######## design 1 ########
design_1/m2.png
The bar under the picture is 50 microns long. Cells faint in the background.
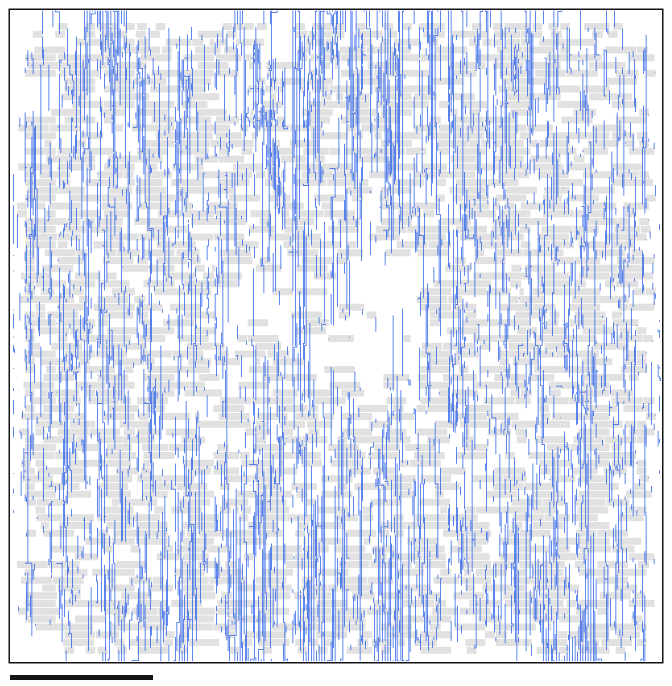

$ cat src/rtl/ray_pkg.sv
// Shared types for the ray job dispatcher.
// Job bundle layout and dispatcher state encoding.
package ray_pkg;

  localparam int RAY_X_BITS = 5;
  localparam int RAY_Y_BITS = 5;
  localparam int RAY_Z_BITS = 5;
  localparam int RAY_TIMER_WIDTH = 32;
  localparam int RAY_STEP_WIDTH = 16;
  localparam int RAY_ID_WIDTH = 4;

  typedef struct packed {
    logic [RAY_X_BITS-1:0]      init_x;
    logic [RAY_Y_BITS-1:0]      init_y;
    logic [RAY_Z_BITS-1:0]      init_z;
    logic [RAY_TIMER_WIDTH-1:0] timer_x;
    logic [RAY_TIMER_WIDTH-1:0] timer_y;
    logic [RAY_TIMER_WIDTH-1:0] timer_z;
    logic [RAY_STEP_WIDTH-1:0]  max_steps;
    logic [RAY_ID_WIDTH-1:0]    job_id;
  } ray_job_t;

  typedef enum logic [1:0] {
    EMPTY   = 2'd0,
    PRESENT = 2'd1,
    HOLD    = 2'd2
  } dispatch_state_t;

endpackage

$ cat src/rtl/ray_job_fifo.sv
// Register-array job FIFO with synchronous flush.
// Read data is the head entry; no write-to-read bypass.
module ray_job_fifo
  import ray_pkg::*;
#(
  parameter int  DEPTH = 4,
  parameter type T     = ray_job_t
) (
  input  logic clock,
  input  logic reset,
  input  logic push,
  input  T     push_data,
  input  logic pop,
  input  logic flush,
  output T     pop_data,
  output logic full,
  output logic empty,
  output logic [$clog2(DEPTH+1)-1:0] count
);

  localparam int AW = $clog2(DEPTH);
  localparam int CW = $clog2(DEPTH+1);

  T mem [DEPTH];
  logic [AW-1:0] wr_ptr;
  logic [AW-1:0] rd_ptr;
  logic do_push;
  logic do_pop;

  assign full     = (count == CW'(DEPTH));
  assign empty    = (count == '0);
  assign do_push  = push && !full && !flush;
  assign do_pop   = pop && !empty && !flush;
  assign pop_data = mem[rd_ptr];

  // Pointer and occupancy bookkeeping; pointers wrap at DEPTH.
  always_ff @(posedge clock or posedge reset) begin
    if (reset) begin
      wr_ptr <= '0;
      rd_ptr <= '0;
      count  <= '0;
    end else if (flush) begin
      wr_ptr <= '0;
      rd_ptr <= '0;
      count  <= '0;
    end else begin
      if (do_push) wr_ptr <= wr_ptr + 1'b1;
      if (do_pop)  rd_ptr <= rd_ptr + 1'b1;
      unique case ({do_push, do_pop})
        2'b10:   count <= count + 1'b1;
        2'b01:   count <= count - 1'b1;
        default: count <= count;
      endcase
    end
  end

  // Entry storage, written only on an accepted push.
  always_ff @(posedge clock) begin
    if (do_push) mem[wr_ptr] <= push_data;
  end

endmodule

$ cat src/rtl/ray_job_dispatch.sv
// Ray job dispatcher feeding step_control_fsm.
// Queues jobs, presents one, holds it through FSM INIT.
module ray_job_dispatch
  import ray_pkg::*;
#(
  parameter int X_BITS           = 5,
  parameter int Y_BITS           = 5,
  parameter int Z_BITS           = 5,
  parameter int TIMER_WIDTH      = 32,
  parameter int STEP_COUNT_WIDTH = 16,
  parameter int DEPTH            = 4,
  parameter int ID_WIDTH         = 4
) (
  input  logic clock,
  input  logic reset,
  input  logic in_valid,
  output logic in_ready,
  input  logic [X_BITS-1:0] in_init_x,
  input  logic [Y_BITS-1:0] in_init_y,
  input  logic [Z_BITS-1:0] in_init_z,
  input  logic [TIMER_WIDTH-1:0] in_timer_x,
  input  logic [TIMER_WIDTH-1:0] in_timer_y,
  input  logic [TIMER_WIDTH-1:0] in_timer_z,
  input  logic [STEP_COUNT_WIDTH-1:0] in_max_steps,
  input  logic [ID_WIDTH-1:0] in_job_id,
  input  logic flush,
  input  logic fsm_ready,
  output logic job_loaded,
  output logic [X_BITS-1:0] job_init_x,
  output logic [Y_BITS-1:0] job_init_y,
  output logic [Z_BITS-1:0] job_init_z,
  output logic [TIMER_WIDTH-1:0] job_timer_x,
  output logic [TIMER_WIDTH-1:0] job_timer_y,
  output logic [TIMER_WIDTH-1:0] job_timer_z,
  output logic [STEP_COUNT_WIDTH-1:0] max_steps,
  output logic [ID_WIDTH-1:0] job_id,
  output logic [$clog2(DEPTH+1):0] jobs_pending,
  output logic busy
);

  localparam int CW = $clog2(DEPTH+1);
  localparam int PW = CW + 1;

  typedef struct packed {
    logic [X_BITS-1:0]           init_x;
    logic [Y_BITS-1:0]           init_y;
    logic [Z_BITS-1:0]           init_z;
    logic [TIMER_WIDTH-1:0]      timer_x;
    logic [TIMER_WIDTH-1:0]      timer_y;
    logic [TIMER_WIDTH-1:0]      timer_z;
    logic [STEP_COUNT_WIDTH-1:0] max_steps;
    logic [ID_WIDTH-1:0]         job_id;
  } job_t;

  dispatch_state_t state;
  job_t in_job;
  job_t head_job;
  job_t job_q;
  logic fifo_full;
  logic fifo_empty;
  logic fifo_pop;
  logic [CW-1:0] fifo_count;
  logic active;

  assign in_job = '{
    init_x:    in_init_x,
    init_y:    in_init_y,
    init_z:    in_init_z,
    timer_x:   in_timer_x,
    timer_y:   in_timer_y,
    timer_z:   in_timer_z,
    max_steps: in_max_steps,
    job_id:    in_job_id
  };

  ray_job_fifo #(
    .DEPTH (DEPTH),
    .T     (job_t)
  ) u_fifo (
    .clock     (clock),
    .reset     (reset),
    .push      (in_valid),
    .push_data (in_job),
    .pop       (fifo_pop),
    .flush     (flush),
    .pop_data  (head_job),
    .full      (fifo_full),
    .empty     (fifo_empty),
    .count     (fifo_count)
  );

  assign active   = (state != EMPTY);
  assign fifo_pop = !flush && !fifo_empty
                    && ((state == EMPTY) || (state == HOLD));

  // HOLD already committed the job, so flush cannot cancel it.
  assign job_loaded   = (state == PRESENT) && fsm_ready && !flush;
  assign in_ready     = !fifo_full;
  assign busy         = active || !fifo_empty;
  assign jobs_pending = PW'(fifo_count) + PW'(active);

  // Dispatcher state and presented job; regs load only on a pop.
  always_ff @(posedge clock or posedge reset) begin
    if (reset) begin
      state <= EMPTY;
      job_q <= '0;
    end else begin
      unique case (state)
        EMPTY: begin
          if (fifo_pop) begin
            job_q <= head_job;
            state <= PRESENT;
          end
        end
        PRESENT: begin
          if (flush)          state <= EMPTY;
          else if (fsm_ready) state <= HOLD;
        end
        HOLD: begin
          if (fifo_pop) begin
            job_q <= head_job;
            state <= PRESENT;
          end else begin
            state <= EMPTY;
          end
        end
        default: state <= EMPTY;
      endcase
    end
  end

  assign job_init_x  = job_q.init_x;
  assign job_init_y  = job_q.init_y;
  assign job_init_z  = job_q.init_z;
  assign job_timer_x = job_q.timer_x;
  assign job_timer_y = job_q.timer_y;
  assign job_timer_z = job_q.timer_z;
  assign max_steps   = job_q.max_steps;
  assign job_id      = job_q.job_id;

endmodule

$ cat config.mk
export PLATFORM = sky130hd
export DESIGN_NAME = ray_job_dispatch
export DESIGN_NICKNAME = d
export VERILOG_FILES = /design/src/rtl/ray_pkg.sv /design/src/rtl/ray_job_fifo.sv /design/src/rtl/ray_job_dispatch.sv
export SDC_FILE = /design/constraint.sdc
export NUM_CORES = 1
export LEC_CHECK = 0
export CAP_MARGIN = 20
export CELL_PAD_IN_SITES_DETAIL_PLACEMENT = 0
export CELL_PAD_IN_SITES_GLOBAL_PLACEMENT = 1
export CORE_MARGIN = 2
export CORE_UTILIZATION = 49
export CTS_BUF_LIST = sky130_fd_sc_hd__clkbuf_4 sky130_fd_sc_hd__clkbuf_8 sky130_fd_sc_hd__clkbuf_16
export DETAILED_ROUTE_END_ITERATION = 8
export PLACE_DENSITY_LB_ADDON = 0.1
export SLEW_MARGIN = 30
export SYNTH_ARGS = -nofsm -noshare
export SYNTH_HDL_FRONTEND = slang
export SYNTH_HIERARCHICAL = 1
export SYNTH_SLANG_ARGS = --single-unit
export TNS_END_PERCENT = 1
$ cat constraint.sdc
create_clock -name clock -period 5.46 [get_ports clock]
set_input_delay 1.092 -clock clock [delete_from_list [all_inputs] [get_ports clock]]
set_output_delay 1.092 -clock clock [all_outputs]
set_load 0.03 [all_outputs]
######## design 2 ########
==> config.mk <==
export PLATFORM = sky130hd
export DESIGN_NAME = draw_sequencer_flat
export DESIGN_NICKNAME = d
export VERILOG_FILES = /design/src/rtl/draw_sequencer_pkg.sv /design/src/rtl/draw_sequencer_if.sv /design/src/rtl/draw_sequencer_raster.sv /design/src/rtl/draw_sequencer.sv /design/src/flat_wrapper.sv
export SDC_FILE = /design/constraint.sdc
export NUM_CORES = 1
export LEC_CHECK = 0
export CORE_ASPECT_RATIO = 0.6
export CORE_MARGIN = 3
export CORE_UTILIZATION = 28
export CTS_CLUSTER_SIZE = 16
export DETAILED_ROUTE_END_ITERATION = 8
export HOLD_SLACK_MARGIN = 0.02
export SYNTH_ARGS = -nofsm -noshare
export SYNTH_HDL_FRONTEND = slang
export SYNTH_SLANG_ARGS = --single-unit
export TNS_END_PERCENT = 50
==> constraint.sdc <==
create_clock -name clk -period 4.21 [get_ports clk]
set_input_delay 0.421 -clock clk [delete_from_list [all_inputs] [get_ports clk]]
set_output_delay 0.421 -clock clk [all_outputs]
set_load 0.01 [all_outputs]
==> src/rtl/draw_sequencer_pkg.sv <==
// draw_pkg: shared constants and types for the draw sequencer slice.
//   - command kind encodings as seen on cmd_kind
//   - FSM state encoding
//   - screen and sprite dimensions, ROM address widths
//   - normaliseKind(): folds the reserved kind onto CLEAR
package draw_pkg;

  localparam int SCREEN_W = 160;
  localparam int SCREEN_H = 120;
  localparam int SPRITE_W = 40;
  localparam int SPRITE_H = 40;

  localparam int SCREEN_ADDR_W = 15;
  localparam int SPRITE_ADDR_W = 11;

  localparam logic [1:0] KIND_CLEAR    = 2'd0;
  localparam logic [1:0] KIND_SCREEN   = 2'd1;
  localparam logic [1:0] KIND_SPRITE   = 2'd2;
  localparam logic [1:0] KIND_RESERVED = 2'd3;

  typedef enum logic [2:0] {
    ST_IDLE,
    ST_SETUP,
    ST_DRAW,
    ST_FLUSH,
    ST_DONE
  } drawStateT;

  // The reserved encoding is accepted like any other command but drawn as a clear.
  function automatic logic [1:0] normaliseKind(input logic [1:0] kind);
    return (kind == KIND_RESERVED) ? KIND_CLEAR : kind;
  endfunction

endpackage

==> src/rtl/draw_sequencer_if.sv <==
// draw_sequencer_if: command channel between the game FSM and the draw sequencer.
//   cmd_valid  requester -> sequencer  command request, held until accepted
//   cmd_ready  sequencer -> requester  high only while the sequencer is idle
//   cmd_kind   requester -> sequencer  CLEAR / SCREEN / SPRITE / reserved
//   cmd_sel    requester -> sequencer  ROM select
//   cmd_x      requester -> sequencer  sprite origin x
//   cmd_y      requester -> sequencer  sprite origin y
//   abort      requester -> sequencer  cancel the command in progress
interface draw_sequencer_if;

  logic       cmd_valid;
  logic       cmd_ready;
  logic [1:0] cmd_kind;
  logic [6:0] cmd_sel;
  logic [7:0] cmd_x;
  logic [6:0] cmd_y;
  logic       abort;

  modport master (
    output cmd_valid, cmd_kind, cmd_sel, cmd_x, cmd_y, abort,
    input  cmd_ready
  );

  modport slave (
    input  cmd_valid, cmd_kind, cmd_sel, cmd_x, cmd_y, abort,
    output cmd_ready
  );

endinterface

==> src/rtl/draw_sequencer_raster.sv <==
// raster_counter: walks a W x H rectangle, dx fastest, with a linear address.
//   clk, resetn  clock and asynchronous active-low reset
//   clear        zero dx, dy and addr
//   step         advance by one pixel; the counters stop on the last pixel
//   lastDx       W-1 for the rectangle being walked
//   lastDy       H-1 for the rectangle being walked
//   dx, dy       current pixel offset
//   addr         dy*W + dx for the current pixel
//   last         current pixel is the bottom-right one
module raster_counter #(
  parameter int DX_W   = 8,
  parameter int DY_W   = 7,
  parameter int ADDR_W = 15
) (
  input  logic              clk,
  input  logic              resetn,
  input  logic              clear,
  input  logic              step,
  input  logic [DX_W-1:0]   lastDx,
  input  logic [DY_W-1:0]   lastDy,
  output logic [DX_W-1:0]   dx,
  output logic [DY_W-1:0]   dy,
  output logic [ADDR_W-1:0] addr,
  output logic              last
);

  logic rowEnd;

  assign rowEnd = (dx == lastDx);
  assign last   = rowEnd && (dy == lastDy);

  // Stepping on the last pixel leaves everything in place so addr keeps
  // showing the final address instead of running one past the end.
  always_ff @(posedge clk or negedge resetn) begin
    if (!resetn) begin
      dx   <= '0;
      dy   <= '0;
      addr <= '0;
    end else if (clear) begin
      dx   <= '0;
      dy   <= '0;
      addr <= '0;
    end else if (step && !last) begin
      addr <= addr + 1'b1;
      if (rowEnd) begin
        dx <= '0;
        dy <= dy + 1'b1;
      end else begin
        dx <= dx + 1'b1;
      end
    end
  end

endmodule

==> src/rtl/draw_sequencer.sv <==
// draw_sequencer: accepts one draw command at a time and walks it pixel by pixel,
// producing ROM addresses plus a plot strobe delayed to match ROM read latency.
//   clk, resetn   clock and asynchronous active-low reset
//   cmd           command channel (slave side of draw_sequencer_if)
//   screen_addr   full-screen ROM address, y*160 + x
//   sprite_addr   sprite ROM address, dy*40 + dx
//   mem_sel       ROM select latched at accept
//   x, y          VGA coordinates aligned with plot
//   black         force colour to zero (CLEAR), aligned with plot
//   plot          VGA write enable
//   busy          command in progress
//   done          one-cycle pulse on completion
module draw_sequencer
  import draw_pkg::*;
#(
  parameter int ROM_LATENCY = 1
) (
  input  logic                     clk,
  input  logic                     resetn,
  draw_sequencer_if.slave          cmd,
  output logic [SCREEN_ADDR_W-1:0] screen_addr,
  output logic [SPRITE_ADDR_W-1:0] sprite_addr,
  output logic [6:0]               mem_sel,
  output logic [7:0]               x,
  output logic [6:0]               y,
  output logic                     black,
  output logic                     plot,
  output logic                     busy,
  output logic                     done
);

  drawStateT state, stateNext;

  logic [1:0] kindQ;
  logic [6:0] selQ;
  logic [7:0] baseX;
  logic [6:0] baseY;
  logic [1:0] flushCnt;

  logic accept, abortNow, isSprite, issue, clipped;
  logic [1:0] kindIn;

  logic [7:0]               cntDx, lastDx;
  logic [6:0]               cntDy, lastDy;
  logic [SCREEN_ADDR_W-1:0] cntAddr;
  logic                     cntLast;

  logic [8:0] pixX;
  logic [7:0] pixY;

  logic [SCREEN_ADDR_W-1:0] screenHold;
  logic [SPRITE_ADDR_W-1:0] spriteHold;
  logic screenDrawing, spriteDrawing;

  logic [7:0] xPipe     [ROM_LATENCY];
  logic [6:0] yPipe     [ROM_LATENCY];
  logic       blackPipe [ROM_LATENCY];
  logic       plotPipe  [ROM_LATENCY];

  assign cmd.cmd_ready = (state == ST_IDLE);
  assign accept        = cmd.cmd_valid && (state == ST_IDLE);
  assign abortNow      = cmd.abort &&
                         ((state == ST_SETUP) || (state == ST_DRAW) || (state == ST_FLUSH));
  assign kindIn        = normaliseKind(cmd.cmd_kind);

  assign isSprite = (kindQ == KIND_SPRITE);
  assign issue    = (state == ST_DRAW);
  assign lastDx   = isSprite ? 8'(SPRITE_W - 1) : 8'(SCREEN_W - 1);
  assign lastDy   = isSprite ? 7'(SPRITE_H - 1) : 7'(SCREEN_H - 1);

  raster_counter #(
    .DX_W   (8),
    .DY_W   (7),
    .ADDR_W (SCREEN_ADDR_W)
  ) u_raster (
    .clk    (clk),
    .resetn (resetn),
    .clear  (state == ST_SETUP),
    .step   (issue),
    .lastDx (lastDx),
    .lastDy (lastDy),
    .dx     (cntDx),
    .dy     (cntDy),
    .addr   (cntAddr),
    .last   (cntLast)
  );

  // Sums are one bit wider than the VGA coordinates so a sprite hanging off
  // the right or bottom edge is clipped instead of wrapping to the other side.
  assign pixX    = {1'b0, baseX} + {1'b0, cntDx};
  assign pixY    = {1'b0, baseY} + {1'b0, cntDy};
  assign clipped = isSprite && ((pixX > 9'(SCREEN_W - 1)) || (pixY > 8'(SCREEN_H - 1)));

  // Each address output follows the counter only while its own kind is drawing,
  // otherwise it shows the last address it issued.
  assign screenDrawing = issue && !isSprite;
  assign spriteDrawing = issue && isSprite;
  assign screen_addr   = screenDrawing ? cntAddr : screenHold;
  assign sprite_addr   = spriteDrawing ? cntAddr[SPRITE_ADDR_W-1:0] : spriteHold;

  always_ff @(posedge clk or negedge resetn) begin
    if (!resetn) begin
      state <= ST_IDLE;
    end else begin
      state <= stateNext;
    end
  end

  always_comb begin
    stateNext = state;
    case (state)
      ST_IDLE:  if (accept) stateNext = ST_SETUP;
      ST_SETUP: stateNext = ST_DRAW;
      ST_DRAW:  if (cntLast) stateNext = ST_FLUSH;
      ST_FLUSH: if (flushCnt == 2'(ROM_LATENCY - 1)) stateNext = ST_DONE;
      ST_DONE:  stateNext = ST_IDLE;
      default:  stateNext = ST_IDLE;
    endcase
    if (abortNow) stateNext = ST_IDLE;
  end

  // Command latch; sprite origin is forced to zero for full-screen kinds.
  always_ff @(posedge clk or negedge resetn) begin
    if (!resetn) begin
      kindQ <= KIND_CLEAR;
      selQ  <= '0;
      baseX <= '0;
      baseY <= '0;
    end else if (accept) begin
      kindQ <= kindIn;
      selQ  <= cmd.cmd_sel;
      baseX <= (kindIn == KIND_SPRITE) ? cmd.cmd_x : 8'd0;
      baseY <= (kindIn == KIND_SPRITE) ? cmd.cmd_y : 7'd0;
    end
  end

  always_ff @(posedge clk or negedge resetn) begin
    if (!resetn) begin
      flushCnt   <= '0;
      screenHold <= '0;
      spriteHold <= '0;
    end else begin
      flushCnt <= (state == ST_FLUSH) ? flushCnt + 1'b1 : 2'd0;
      if (screenDrawing) screenHold <= cntAddr;
      if (spriteDrawing) spriteHold <= cntAddr[SPRITE_ADDR_W-1:0];
    end
  end

  // Delay line matching ROM latency. An abort wipes every in-flight plot bit
  // so nothing from the cancelled command reaches the VGA adapter.
  always_ff @(posedge clk or negedge resetn) begin
    if (!resetn) begin
      for (int i = 0; i < ROM_LATENCY; i++) begin
        xPipe[i]     <= '0;
        yPipe[i]     <= '0;
        blackPipe[i] <= 1'b0;
        plotPipe[i]  <= 1'b0;
      end
    end else begin
      xPipe[0]     <= pixX[7:0];
      yPipe[0]     <= pixY[6:0];
      blackPipe[0] <= issue && (kindQ == KIND_CLEAR);
      plotPipe[0]  <= issue && !clipped;
      for (int i = 1; i < ROM_LATENCY; i++) begin
        xPipe[i]     <= xPipe[i-1];
        yPipe[i]     <= yPipe[i-1];
        blackPipe[i] <= blackPipe[i-1];
        plotPipe[i]  <= plotPipe[i-1];
      end
      if (abortNow) begin
        for (int i = 0; i < ROM_LATENCY; i++) plotPipe[i] <= 1'b0;
      end
    end
  end

  assign x       = xPipe[ROM_LATENCY-1];
  assign y       = yPipe[ROM_LATENCY-1];
  assign black   = blackPipe[ROM_LATENCY-1];
  assign plot    = plotPipe[ROM_LATENCY-1];
  assign mem_sel = selQ;
  assign busy    = (state != ST_IDLE);
  assign done    = (state == ST_DONE);

endmodule

==> src/flat_wrapper.sv <==
// flat-port wrapper written by rule: the top's interface ports become plain ports
module draw_sequencer_flat import draw_pkg::*;
#(
  parameter int ROM_LATENCY = 1
)
  (clk, resetn, screen_addr, sprite_addr, mem_sel, x, y, black, plot, busy, done, cmd_cmd_valid, cmd_cmd_kind, cmd_cmd_sel, cmd_cmd_x, cmd_cmd_y, cmd_abort, cmd_cmd_ready);
  draw_sequencer_if cmd_i ();
  input  logic clk;
  input  logic resetn;
  output logic [SCREEN_ADDR_W-1:0] screen_addr;
  output logic [SPRITE_ADDR_W-1:0] sprite_addr;
  output logic [6:0] mem_sel;
  output logic [7:0] x;
  output logic [6:0] y;
  output logic black;
  output logic plot;
  output logic busy;
  output logic done;
  input wire logic [$bits(cmd_i.cmd_valid)-1:0] cmd_cmd_valid;
  input wire logic [$bits(cmd_i.cmd_kind)-1:0] cmd_cmd_kind;
  input wire logic [$bits(cmd_i.cmd_sel)-1:0] cmd_cmd_sel;
  input wire logic [$bits(cmd_i.cmd_x)-1:0] cmd_cmd_x;
  input wire logic [$bits(cmd_i.cmd_y)-1:0] cmd_cmd_y;
  input wire logic [$bits(cmd_i.abort)-1:0] cmd_abort;
  output wire logic [$bits(cmd_i.cmd_ready)-1:0] cmd_cmd_ready;
  assign cmd_i.cmd_valid = cmd_cmd_valid;
  assign cmd_i.cmd_kind = cmd_cmd_kind;
  assign cmd_i.cmd_sel = cmd_cmd_sel;
  assign cmd_i.cmd_x = cmd_cmd_x;
  assign cmd_i.cmd_y = cmd_cmd_y;
  assign cmd_i.abort = cmd_abort;
  assign cmd_cmd_ready = cmd_i.cmd_ready;
  draw_sequencer #(.ROM_LATENCY(ROM_LATENCY)) u_core (.clk(clk), .resetn(resetn), .cmd(cmd_i), .screen_addr(screen_addr), .sprite_addr(sprite_addr), .mem_sel(mem_sel), .x(x), .y(y), .black(black), .plot(plot), .busy(busy), .done(done));
endmodule
######## design 3 ########
## config.mk

```make
export PLATFORM = sky130hd
export DESIGN_NAME = alu_cmd_initiator
export DESIGN_NICKNAME = d
export VERILOG_FILES = /design/src/rtl/tinyalu_pkg.sv /design/src/rtl/alu_cmd_initiator.sv
export SDC_FILE = /design/constraint.sdc
export NUM_CORES = 1
export LEC_CHECK = 0
export ABC_AREA = 1
export CELL_PAD_IN_SITES_DETAIL_PLACEMENT = 1
export CELL_PAD_IN_SITES_GLOBAL_PLACEMENT = 1
export CORE_AREA = 8 8 127 129
export DETAILED_ROUTE_END_ITERATION = 16
export DIE_AREA = 0 0 135 137
export PLACE_DENSITY = 0.93
export SYNTH_ARGS = -nofsm -noshare
export SYNTH_HDL_FRONTEND = slang
export SYNTH_SLANG_ARGS = --single-unit
```

## constraint.sdc

```tcl
create_clock -name clk -period 4.3 [get_ports clk]
set_clock_uncertainty 0.2 [all_clocks]
set_input_delay 0.43 -clock clk [delete_from_list [all_inputs] [get_ports clk]]
set_output_delay 0.43 -clock clk [all_outputs]
set_load 0.05 [all_outputs]
```

## src/rtl/tinyalu_pkg.sv

```systemverilog
// Opcode encoding shared by the TinyALU and its command initiator.
package tinyalu_pkg;

  typedef enum logic [3:0] {
    op_nop  = 4'h0,
    op_add  = 4'h1,
    op_and  = 4'h2,
    op_xor  = 4'h3,
    op_mul  = 4'h4,
    op_sp0  = 4'h5,
    op_sp1  = 4'h6,
    op_sp2  = 4'h7,
    op_shl  = 4'h8,
    op_shr  = 4'h9,
    op_res0 = 4'hA,
    op_res1 = 4'hB,
    op_res2 = 4'hC,
    op_res3 = 4'hD,
    op_res4 = 4'hE,
    op_nop1 = 4'hF
  } alu_opcode_t;

endpackage

```

## src/rtl/alu_cmd_initiator.sv

```systemverilog
// Requester side of the ALU start/done handshake: buffers commands in a FIFO,
// issues them one at a time to the ALU and returns result/error/latency.
//
// Handshakes: cmd_* transfers on the rising edge where cmd_valid && cmd_ready;
// rsp_* transfers on the rising edge where rsp_valid && rsp_ready. A valid
// source holds its payload stable until the transfer edge.
module alu_cmd_initiator
  import tinyalu_pkg::*;
#(
  parameter int DEPTH       = 4,
  parameter int TIMEOUT_CYC = 16
) (
  input  logic        clk,
  input  logic        reset_n,
  input  logic        cmd_valid,
  output logic        cmd_ready,
  input  logic [7:0]  cmd_a,
  input  logic [7:0]  cmd_b,
  input  alu_opcode_t cmd_op,
  output logic [7:0]  alu_A,
  output logic [7:0]  alu_B,
  output alu_opcode_t alu_op,
  output logic        alu_start,
  input  logic        alu_done,
  input  logic        alu_error,
  input  logic [15:0] alu_result,
  output logic        rsp_valid,
  input  logic        rsp_ready,
  output logic [15:0] rsp_result,
  output alu_opcode_t rsp_op,
  output logic        rsp_error,
  output logic        rsp_timeout,
  output logic [7:0]  rsp_cycles,
  output logic        busy
);

  localparam int          AW       = $clog2(DEPTH);
  localparam logic [AW:0] FULL_CNT = (AW+1)'(DEPTH);
  localparam logic [7:0]  TO_LAST  = 8'(TIMEOUT_CYC - 1);
  localparam logic [7:0]  TO_CYC   = 8'(TIMEOUT_CYC);

  typedef enum logic [1:0] {
    ST_IDLE = 2'd0,
    ST_BUSY = 2'd1,
    ST_RESP = 2'd2
  } state_t;

  state_t        state;

  // Command FIFO storage and bookkeeping
  logic [7:0]    fifo_a  [DEPTH];
  logic [7:0]    fifo_b  [DEPTH];
  alu_opcode_t   fifo_op [DEPTH];
  logic [AW-1:0] wr_ptr;
  logic [AW-1:0] rd_ptr;
  logic [AW:0]   count;
  logic          fifo_empty;
  logic          push;
  logic          pop;
  logic [7:0]    head_a;
  logic [7:0]    head_b;
  alu_opcode_t   head_op;
  logic          head_is_nop;

  // BUSY-cycle counter used for latency and timeout
  logic [7:0]    cnt;

  assign fifo_empty  = (count == '0);
  assign cmd_ready   = (count != FULL_CNT);
  assign push        = cmd_valid && cmd_ready;
  assign pop         = (state == ST_IDLE) && !fifo_empty;
  assign head_a      = fifo_a[rd_ptr];
  assign head_b      = fifo_b[rd_ptr];
  assign head_op     = fifo_op[rd_ptr];
  // The ALU never answers these, so they are completed locally.
  assign head_is_nop = (head_op == op_nop) || (head_op == op_nop1);
  assign busy        = (state != ST_IDLE) || !fifo_empty;

  // FIFO payload write; storage needs no reset since count guards reads
  always_ff @(posedge clk) begin
    if (push) begin
      fifo_a[wr_ptr]  <= cmd_a;
      fifo_b[wr_ptr]  <= cmd_b;
      fifo_op[wr_ptr] <= cmd_op;
    end
  end

  // FIFO pointers and occupancy; pointers wrap naturally at DEPTH
  always_ff @(posedge clk or negedge reset_n) begin
    if (!reset_n) begin
      wr_ptr <= '0;
      rd_ptr <= '0;
      count  <= '0;
    end else begin
      if (push) wr_ptr <= wr_ptr + 1'b1;
      if (pop)  rd_ptr <= rd_ptr + 1'b1;
      case ({push, pop})
        2'b10:   count <= count + 1'b1;
        2'b01:   count <= count - 1'b1;
        default: count <= count;
      endcase
    end
  end

  // Issue FSM with registered ALU-side and response-side outputs
  always_ff @(posedge clk or negedge reset_n) begin
    if (!reset_n) begin
      state       <= ST_IDLE;
      alu_start   <= 1'b0;
      alu_A       <= '0;
      alu_B       <= '0;
      alu_op      <= op_nop;
      cnt         <= '0;
      rsp_valid   <= 1'b0;
      rsp_result  <= '0;
      rsp_op      <= op_nop;
      rsp_error   <= 1'b0;
      rsp_timeout <= 1'b0;
      rsp_cycles  <= '0;
    end else begin
      case (state)
        ST_IDLE: begin
          if (!fifo_empty) begin
            alu_A  <= head_a;
            alu_B  <= head_b;
            alu_op <= head_op;
            if (head_is_nop) begin
              rsp_result  <= '0;
              rsp_op      <= head_op;
              rsp_error   <= 1'b0;
              rsp_timeout <= 1'b0;
              rsp_cycles  <= '0;
              rsp_valid   <= 1'b1;
              state       <= ST_RESP;
            end else begin
              alu_start <= 1'b1;
              cnt       <= '0;
              state     <= ST_BUSY;
            end
          end
        end
        ST_BUSY: begin
          // done takes priority over an expiring timeout on the same edge
          if (alu_done) begin
            rsp_result  <= alu_result;
            rsp_op      <= alu_op;
            rsp_error   <= alu_error;
            rsp_timeout <= 1'b0;
            rsp_cycles  <= cnt;
            rsp_valid   <= 1'b1;
            alu_start   <= 1'b0;
            state       <= ST_RESP;
          end else if (cnt == TO_LAST) begin
            rsp_result  <= '0;
            rsp_op      <= alu_op;
            rsp_error   <= 1'b0;
            rsp_timeout <= 1'b1;
            rsp_cycles  <= TO_CYC;
            rsp_valid   <= 1'b1;
            alu_start   <= 1'b0;
            state       <= ST_RESP;
          end else begin
            cnt <= cnt + 1'b1;
          end
        end
        ST_RESP: begin
          // Passing through IDLE keeps alu_start low for two or more cycles.
          if (rsp_ready) begin
            rsp_valid <= 1'b0;
            state     <= ST_IDLE;
          end
        end
        default: state <= ST_IDLE;
      endcase
    end
  end

endmodule

```

######## design 4 ########
$ cat src/rtl/mprj_stream_pad_bridge.sv
// Pad-side stream bridge: buffered, bit-reversed 8-bit ingress and a registered 16-bit egress.
// Optional beat/frame counters are built when STREAM_BRIDGE_STATS_EN is defined.
module mprj_stream_pad_bridge #(
    parameter int IN_DEPTH  = 8,
    parameter int OUT_DEPTH = 8
) (
    input  logic        clock,
    input  logic        RSTB,
`ifdef STREAM_BRIDGE_STATS_EN
    output logic [15:0] stat_in_beats,
    output logic [15:0] stat_out_beats,
    output logic [15:0] stat_out_frames,
`endif
    input  logic        pad_in_valid,
    input  logic        pad_in_last,
    input  logic [7:0]  pad_in_data,
    output logic        pad_in_ready,
    output logic        m_valid,
    input  logic        m_ready,
    output logic        m_last,
    output logic [7:0]  m_data,
    input  logic        s_valid,
    output logic        s_ready,
    input  logic        s_last,
    input  logic [15:0] s_data,
    output logic        pad_out_valid,
    output logic        pad_out_last,
    output logic [15:0] pad_out_data,
    input  logic        pad_out_ready
);

    localparam int IAW = $clog2(IN_DEPTH);
    localparam int OAW = $clog2(OUT_DEPTH);

    logic [8:0]     in_mem [IN_DEPTH];
    logic [IAW-1:0] in_wr;
    logic [IAW-1:0] in_rd;
    logic [IAW:0]   in_count;
    logic           samp_valid;
    logic           samp_last;
    logic [7:0]     samp_data;
    logic [7:0]     rev_data;
    logic           accept;
    logic           pop;
    logic [IAW+1:0] occ_next;

    always_comb begin
        rev_data = '0;
        for (int i = 0; i < 8; i++) begin
            rev_data[i] = pad_in_data[7-i];
        end
    end

    assign accept   = pad_in_valid & pad_in_ready;
    assign m_valid  = (in_count != '0);
    assign pop      = m_valid & m_ready;
    assign m_data   = m_valid ? in_mem[in_rd][7:0] : 8'h00;
    assign m_last   = m_valid ? in_mem[in_rd][8] : 1'b0;
    // Occupancy includes the beat parked in the sample register, so ready never overruns the FIFO.
    assign occ_next = (IAW+2)'(in_count) + (IAW+2)'(samp_valid)
                    + (IAW+2)'(accept) - (IAW+2)'(pop);

    always_ff @(posedge clock) begin
        if (RSTB) begin
            in_wr        <= '0;
            in_rd        <= '0;
            in_count     <= '0;
            samp_valid   <= 1'b0;
            samp_last    <= 1'b0;
            samp_data    <= '0;
            pad_in_ready <= 1'b0;
        end else begin
            samp_valid <= accept;
            if (accept) begin
                samp_data <= rev_data;
                samp_last <= pad_in_last;
            end
            if (samp_valid) begin
                in_mem[in_wr] <= {samp_last, samp_data};
                in_wr         <= in_wr + 1'b1;
            end
            if (pop) begin
                in_rd <= in_rd + 1'b1;
            end
            in_count     <= in_count + (IAW+1)'(samp_valid) - (IAW+1)'(pop);
            pad_in_ready <= (occ_next < (IAW+2)'(IN_DEPTH));
        end
    end

    logic [16:0]    out_mem [OUT_DEPTH];
    logic [OAW-1:0] out_wr;
    logic [OAW-1:0] out_rd;
    logic [OAW:0]   out_count;
    logic [OAW:0]   out_count_next;
    logic           push;
    logic           load;
    logic           opop;

    assign push           = s_valid & s_ready;
    assign load           = !pad_out_valid | pad_out_ready;
    assign opop           = load & (out_count != '0);
    assign out_count_next = out_count + (OAW+1)'(push) - (OAW+1)'(opop);

    // The pad output register only reloads when empty or drained, so a stalled beat stays put.
    always_ff @(posedge clock) begin
        if (RSTB) begin
            out_wr        <= '0;
            out_rd        <= '0;
            out_count     <= '0;
            s_ready       <= 1'b0;
            pad_out_valid <= 1'b0;
            pad_out_last  <= 1'b0;
            pad_out_data  <= '0;
        end else begin
            if (push) begin
                out_mem[out_wr] <= {s_last, s_data};
                out_wr          <= out_wr + 1'b1;
            end
            if (opop) begin
                out_rd                       <= out_rd + 1'b1;
                {pad_out_last, pad_out_data} <= out_mem[out_rd];
            end
            if (load) begin
                pad_out_valid <= (out_count != '0);
            end
            out_count <= out_count_next;
            s_ready   <= (out_count_next < (OAW+1)'(OUT_DEPTH));
        end
    end

`ifdef STREAM_BRIDGE_STATS_EN
    always_ff @(posedge clock) begin
        if (RSTB) begin
            stat_in_beats   <= '0;
            stat_out_beats  <= '0;
            stat_out_frames <= '0;
        end else begin
            if (accept) begin
                stat_in_beats <= stat_in_beats + 16'd1;
            end
            if (pad_out_valid & pad_out_ready) begin
                stat_out_beats <= stat_out_beats + 16'd1;
                if (pad_out_last) begin
                    stat_out_frames <= stat_out_frames + 16'd1;
                end
            end
        end
    end
`endif

endmodule
$ cat config.mk
export PLATFORM = sky130hd
export DESIGN_NAME = mprj_stream_pad_bridge
export DESIGN_NICKNAME = d
export VERILOG_FILES = /design/src/rtl/mprj_stream_pad_bridge.sv
export SDC_FILE = /design/constraint.sdc
export NUM_CORES = 1
export LEC_CHECK = 0
export CORE_MARGIN = 4
export CORE_UTILIZATION = 50
export DETAILED_ROUTE_END_ITERATION = 7
export PLACE_DENSITY = 0.76
export SKIP_CTS_REPAIR_TIMING = 1
export SLEW_MARGIN = 20
export SYNTH_ARGS = -nofsm -noshare
export SYNTH_HDL_FRONTEND = slang
export SYNTH_SLANG_ARGS = --single-unit
$ cat constraint.sdc
create_clock -name clock -period 11.1 [get_ports clock]
set_input_delay 3.33 -clock clock [delete_from_list [all_inputs] [get_ports clock]]
set_output_delay 3.33 -clock clock [all_outputs]
set_load 0.1 [all_outputs]

==> gallery <==
Congestion heat map.
image #1
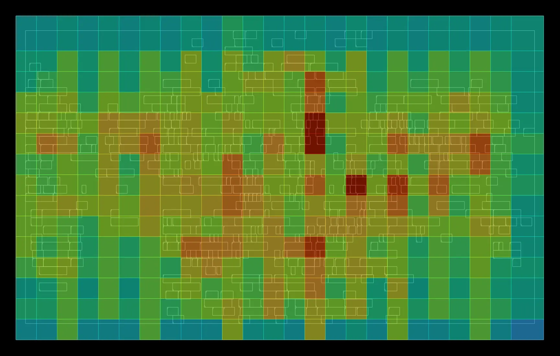
image #2
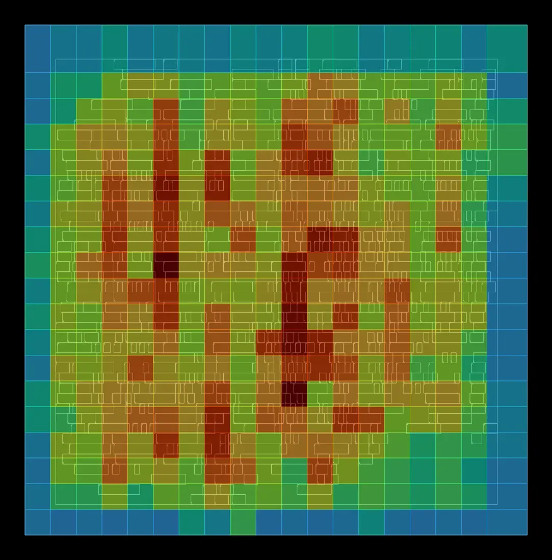
image #3
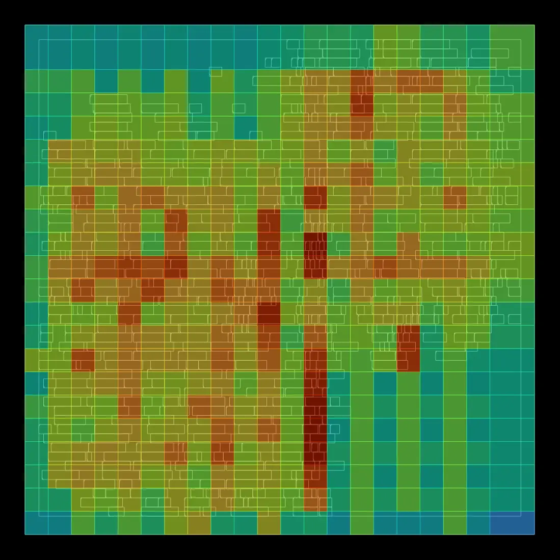
image #4
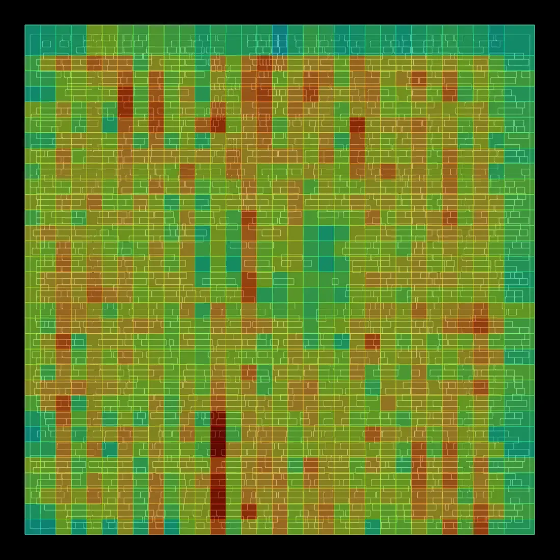
- lowest track usage: image #1
| from | picture |
|---|---|
| design 3 | image #2 |
| design 1 | image #4 |
| design 2 | image #1 |
| design 4 | image #3 |

design_3/m3.png
The bar under the picture is 50 microns long. Cells faint in the background.
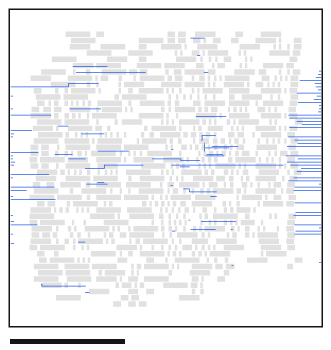
The layer carries 856 microns of wire. The layer holds 5.1% of the routed length. The longest straight run is 48.3 microns. 83 nets have wire on it.
overall routed net length: 16700 microns
GR Util met3: 0.04809
vias: 4684

==> run_results.csv, design 3 <==
group,metric,value,unit
power_and_ir_drop,seqPwrFrac,0.321,
logic_synthesis,netlist_top_cells_count,"157 x nand2_1, 99 x nor2_1, 80 x edfxtp_1",
setup_path,cp_max_fo,34,
drt,wl_per_cell,18.96,microns
run_status,outcome,"finished clean",
floorplan,rows,44,
floorplan,core,0.01420,sq mm
setup_path,crit_start,"count[0]$_DFFE_PN0P_",
clocking,path_clk_slew,0.06,ns
drt,wl_met2,9020,microns
setup_path,cp_slowest_stage_delay,0.90,ns
logic_synthesis,ys_seq_elements,149,
floorplan,fp-utilization,0.4368,
global_routing,use_met2,0.3528,
layout,n_antenna_cell,0,
power_and_ir_drop,p_per_area,850.0,mW/mm^2
clocking,cts_buffer_depth,2,
setup_path,critPathRequiredTime,4.44,ns
clocking,h-tree-depth,4,
final_timing,fin_hold_ws,0.2742,ns
hold_path,min_path_type,"flip-flop to flip-flop",
==> design 3: layout by cell type (no fill, tap or decap), types with 2 or more instances in the layout <==
master           instances
inv_4                    2
nand3_4                  2
nor3_1                   4
clkdlybuf4s50_1         94
clkbuf_16               17
o21ai_0                 44
inv_1                   20
nor2_2                   4
ha_1                     6
a21oi_1                  5
nor2_1                  95
buf_4                    4
a31oi_1                 16
nand3_1                 26
inv_2                    4
xor2_1                   5
dfrtp_1                 69
edfxtp_1                80
clkinvlp_4               4
clkinv_1                 2
bufinv_16                5
clkbuf_1                 2
nand2_4                  2
nand2_2                  7
nand4_1                 10
nand2_1                157
design_4/m2.png
The bar under the picture is 50 microns long. Cells faint in the background.
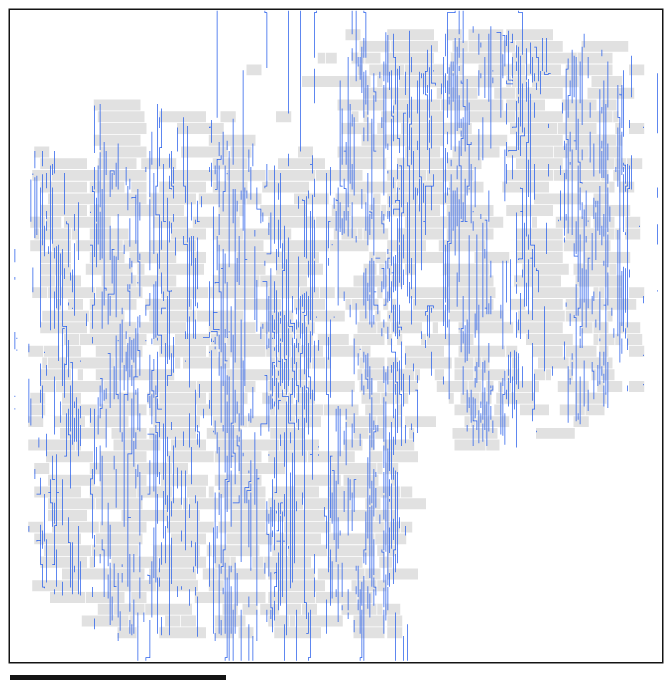
The longest straight run is 67.3 microns. 611 nets have wire on it. The layer carries 9850 microns of wire. The layer holds 51% of the routed length.
overall routed net length: 19150 microns
met2 usage: 0.2965
vias: 5105

design_4/m3.png
The bar under the picture is 50 microns long. Cells faint in the background.
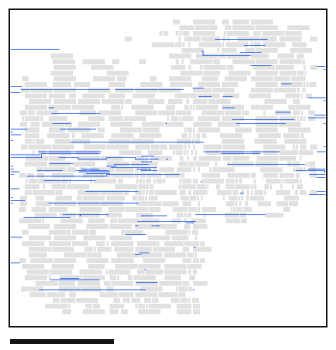
The longest straight run is 63.7 microns. 71 nets have wire on it. The layer holds 6.7% of the routed length. The wires run mostly horizontal.
GR Util met3: 0.03202

==> run_results.csv, design 4 <==
group,metric,value,unit
run_status,outcome,"finished clean",
logic_synthesis,yosys_warnings,0,
setup_path,critical_path_class,"flip-flop to output port",
global_routing,grt.busiest_layer,"met2",
drt,viasPerCell,5.501,
power_and_ir_drop,clkPwrFrac,0.275,
logic_synthesis,ys_async_sr_fraction,0,
layout,sh_seq_area,0.6093,
flow_run,warnings,27,
clocking,cts_root_buf,"clkbuf_16",
logic_synthesis,fa_ha_area_frac,0.02341,
power_and_ir_drop,clock_power,0.883,mW
drt,route.detailed.drc,0,
power_and_ir_drop,ir_drop,192.5,uV
layout,comb_cells,260,
hold_path,holdPathStages,2,
drt,dr.pass1.iters,4,
final_timing,fin_hold_ws,0.5332,ns
## design 4: sequential cells by signal (all words and copies together), names as in the netlist, named ones only
name,cells
samp_data,8
in_rd,3
out_wr,3
pad_out_valid,1
pad_out_last,1
out_mem,136
out_rd,3
samp_valid,1
in_count,4
in_mem,72
out_count,4
samp_last,1
pad_in_ready,1
s_ready,1
in_wr,3
pad_out_data,16
## design 4: worst max-delay path, stage by stage (launching register included)
cell and delay (ns):
dfxtp_1 0.87, mux4_2 0.36, mux2i_1 0.08, nor2_1 0.14, clkdlybuf4s50_1 1.14
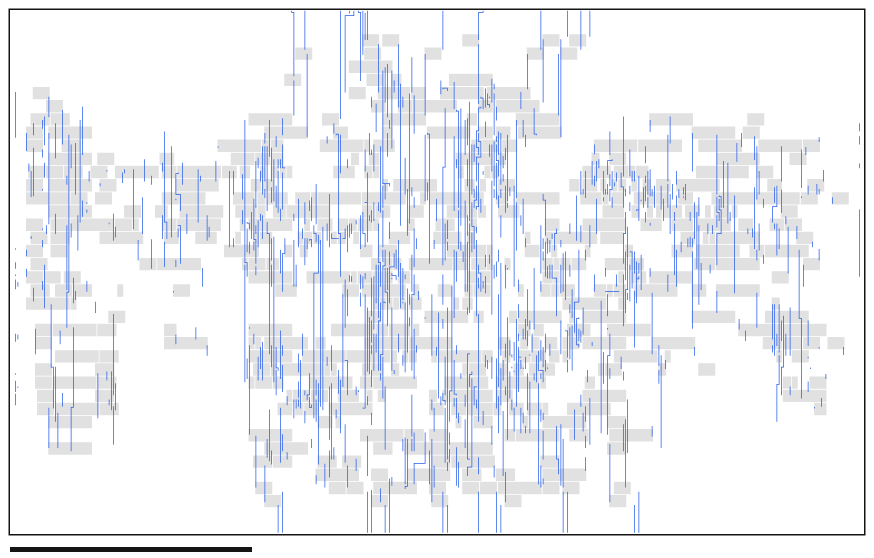
design_2/m2.png
The bar under the picture is 50 microns long. Cells faint in the background.
The layer carries 4890 microns of wire. The wires run mostly vertical. The layer holds 41% of the routed length.
overall routed net length: 11870 microns
met2 usage: 0.1972
vias: 3595

design_2/m3.png
The bar under the picture is 50 microns long. Cells faint in the background.
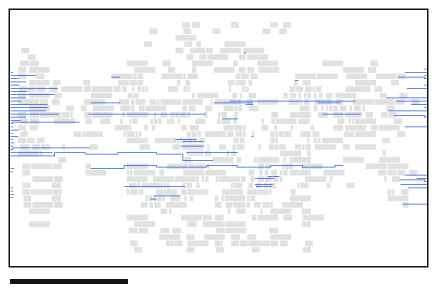
The wires run mostly horizontal. The layer carries 897 microns of wire. The layer holds 7.6% of the routed length.
GR Util met3: 0.04316

==> run_results.csv, design 2 <==
group,metric,value,unit
run_status,outcome,"finished clean",
clocking,cts.hold.buffers_added,0,
floorplan,fp-utilization,0.2929,
setup_path,crit_end,"screen_addr[11]",
power_and_ir_drop,sw_frac_of_total,0.3270,
logic_synthesis,ys_seq_share,0.5228,
layout,fin_nets,559,
clocking,cts_root_buf,"clkbuf_16",
setup_path,cp_top_family,"simple AND/OR/NAND/NOR gates",
logic_synthesis,netlist_top_cells_count,"102 x dfrtp_1, 37 x nand2_1, 33 x nor2_1",
clocking,cts_buffer_depth,2,
power_and_ir_drop,pg_comb,1.03,mW
final_timing,rsz0062_at_grt,"false",
setup_path,critical_path_class,"flip-flop to output port",
setup_path,cp_slowest_stage_delay,0.60,ns
final_timing,setup_ws,0.9246,ns
layout,logic_area,0.002193,sq mm
final_timing,period_used_share,0.7804,
layout,bufAreaShareNonClock,0.1299,
setup_path,crit_path_top_delay_cell,"clkdlybuf4s50_1",
power_and_ir_drop,total_power,3.215,mW
clocking,post_cts_buffers,0,
global_routing,grt_pass1_vias,3843,
setup_path,ff2ff_path_depth,9,
setup_path,cp_max_fo,17,
clocking,clk_latency,0.35,ns
global_routing,grt-ovfl-total,0,
layout,signal_buffers,81,
logic_synthesis,synth-main-ff-cell,"dfrtp_1",
## design 2: metal layers
metal	share of wire	up-vias
met4	0.0093	0
met3	0.076	9
li1	-	1719
met2	0.41	102
met5	0	-
met1	0.50	1765
## design 2: cells by family (layout without fill, tap and decap cells)
kind of cell	after synthesis	after routing	share of synthesized area
xor+xnor	23	23	0.04126
simple gates	151	151	0.1635
buf+inv	31	112	0.02793
flops	102	102	0.5228
fa+ha+maj	21	21	0.05689
mux	37	37	0.08355
compound gates	69	69	0.1040
design_1/m3.png
The bar under the picture is 50 microns long. Cells faint in the background.
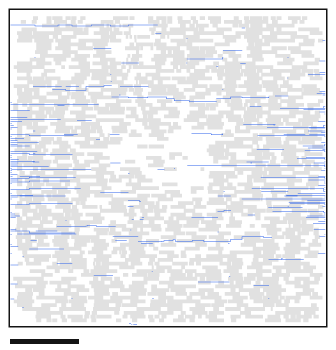
The longest straight run is 98.9 microns. 138 nets have wire on it. The wires run mostly horizontal. The layer carries 2660 microns of wire.
overall routed net length: 47730 microns
GR Util met3: 0.05563
vias: 11100

design_1/m1.png
The bar under the picture is 50 microns long.
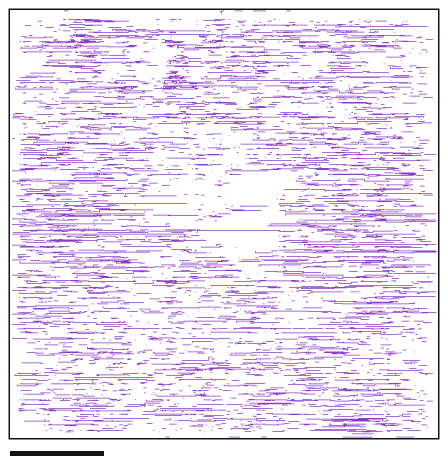
The layer carries 20.0 mm of wire. The layer holds 42% of the routed length. The longest straight run is 91.5 microns. 1383 nets have wire on it.
GR Util met1: 0.2455

About design_1/m2.png:
1395 nets have wire on it. The wires run mostly vertical. The longest straight run is 85.2 microns. The layer carries 23.9 mm of wire.
met2 usage: 0.3129

==> run_results.csv, design 1 <==
group,metric,value,unit
run_status,outcome,"finished clean",
final_timing,finClkSkew,0.02350,ns
floorplan,fp-utilization,0.4978,
logic_synthesis,ys_seq_share,0.7863,
logic_synthesis,xor_area_frac,0.001790,
logic_synthesis,yosys_warnings,6,
flow_run,warnings,32,
clocking,h-tree-depth,3,
final_timing,rsz0062_at_grt,"false",
power_and_ir_drop,p_int,10.15,mW
clocking,cts_buffers,69,
layout,flops,664,
power_and_ir_drop,sw_frac_of_total,0.2731,
layout,sh_seq_area,0.6348,
layout,regMostFlops,"u_fifo/mem",
power_and_ir_drop,p_comb_frac,0.211,
final_timing,max_freq,0.2518,GHz
layout,drive_above_1_share,0.2358,
layout,seq_area,0.01925,sq mm
global_routing,grt_first_pass_wirelength,71520,microns
logic_synthesis,edf_count,524,
==> design 1: synth_stat cells, drive strengths merged (2+ instances only) <==
library cell  number
mux2             132
xor2               3
inv                6
or2                2
or3b               2
nor3               3
clkbuf             7
nand2              4
xnor2              2
and2               4
nor4bb             2
nand2b             2
edfxtp           524
mux4             131
a21oi              2
dfrtp            140
ha                 6
nor3b              2
nand3              3
o21ai              5
nor2               8
buf               41
==> design 1: worst register-to-register path: cells and delay by family (launching register included) <==
family	cells	cell delay, ns
fa+ha+maj	1	0.48
flops	1	0.57
simple gates	4	1.32
compound gates	2	0.48


## Gallery

Met1 routing.
The bar under the picture is 50 microns long.
(a)
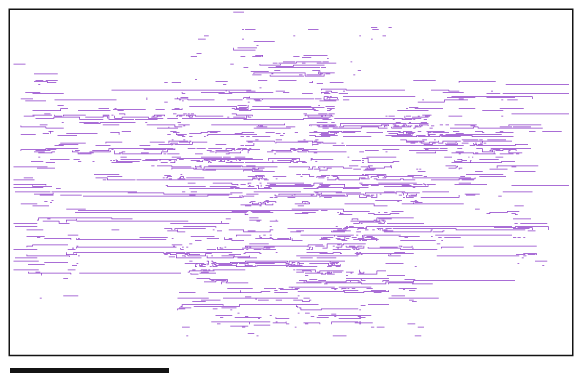
(b)
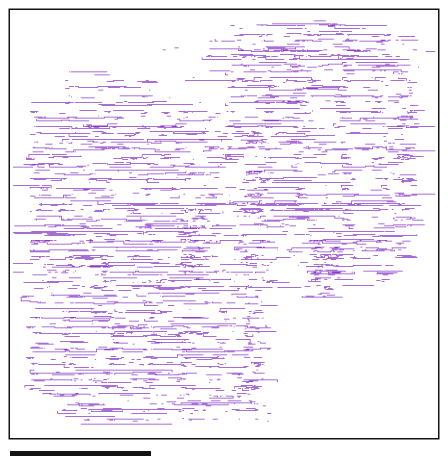
(c)
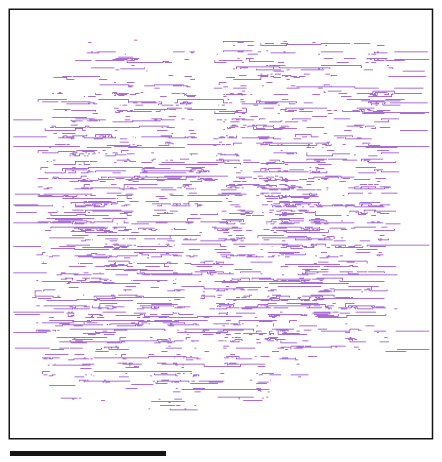
(a) is design 2.
(b) is design 4.
(c) is design 3.
Of these, largest die: (b)

Power is estimated from default activity; no workload was simulated.
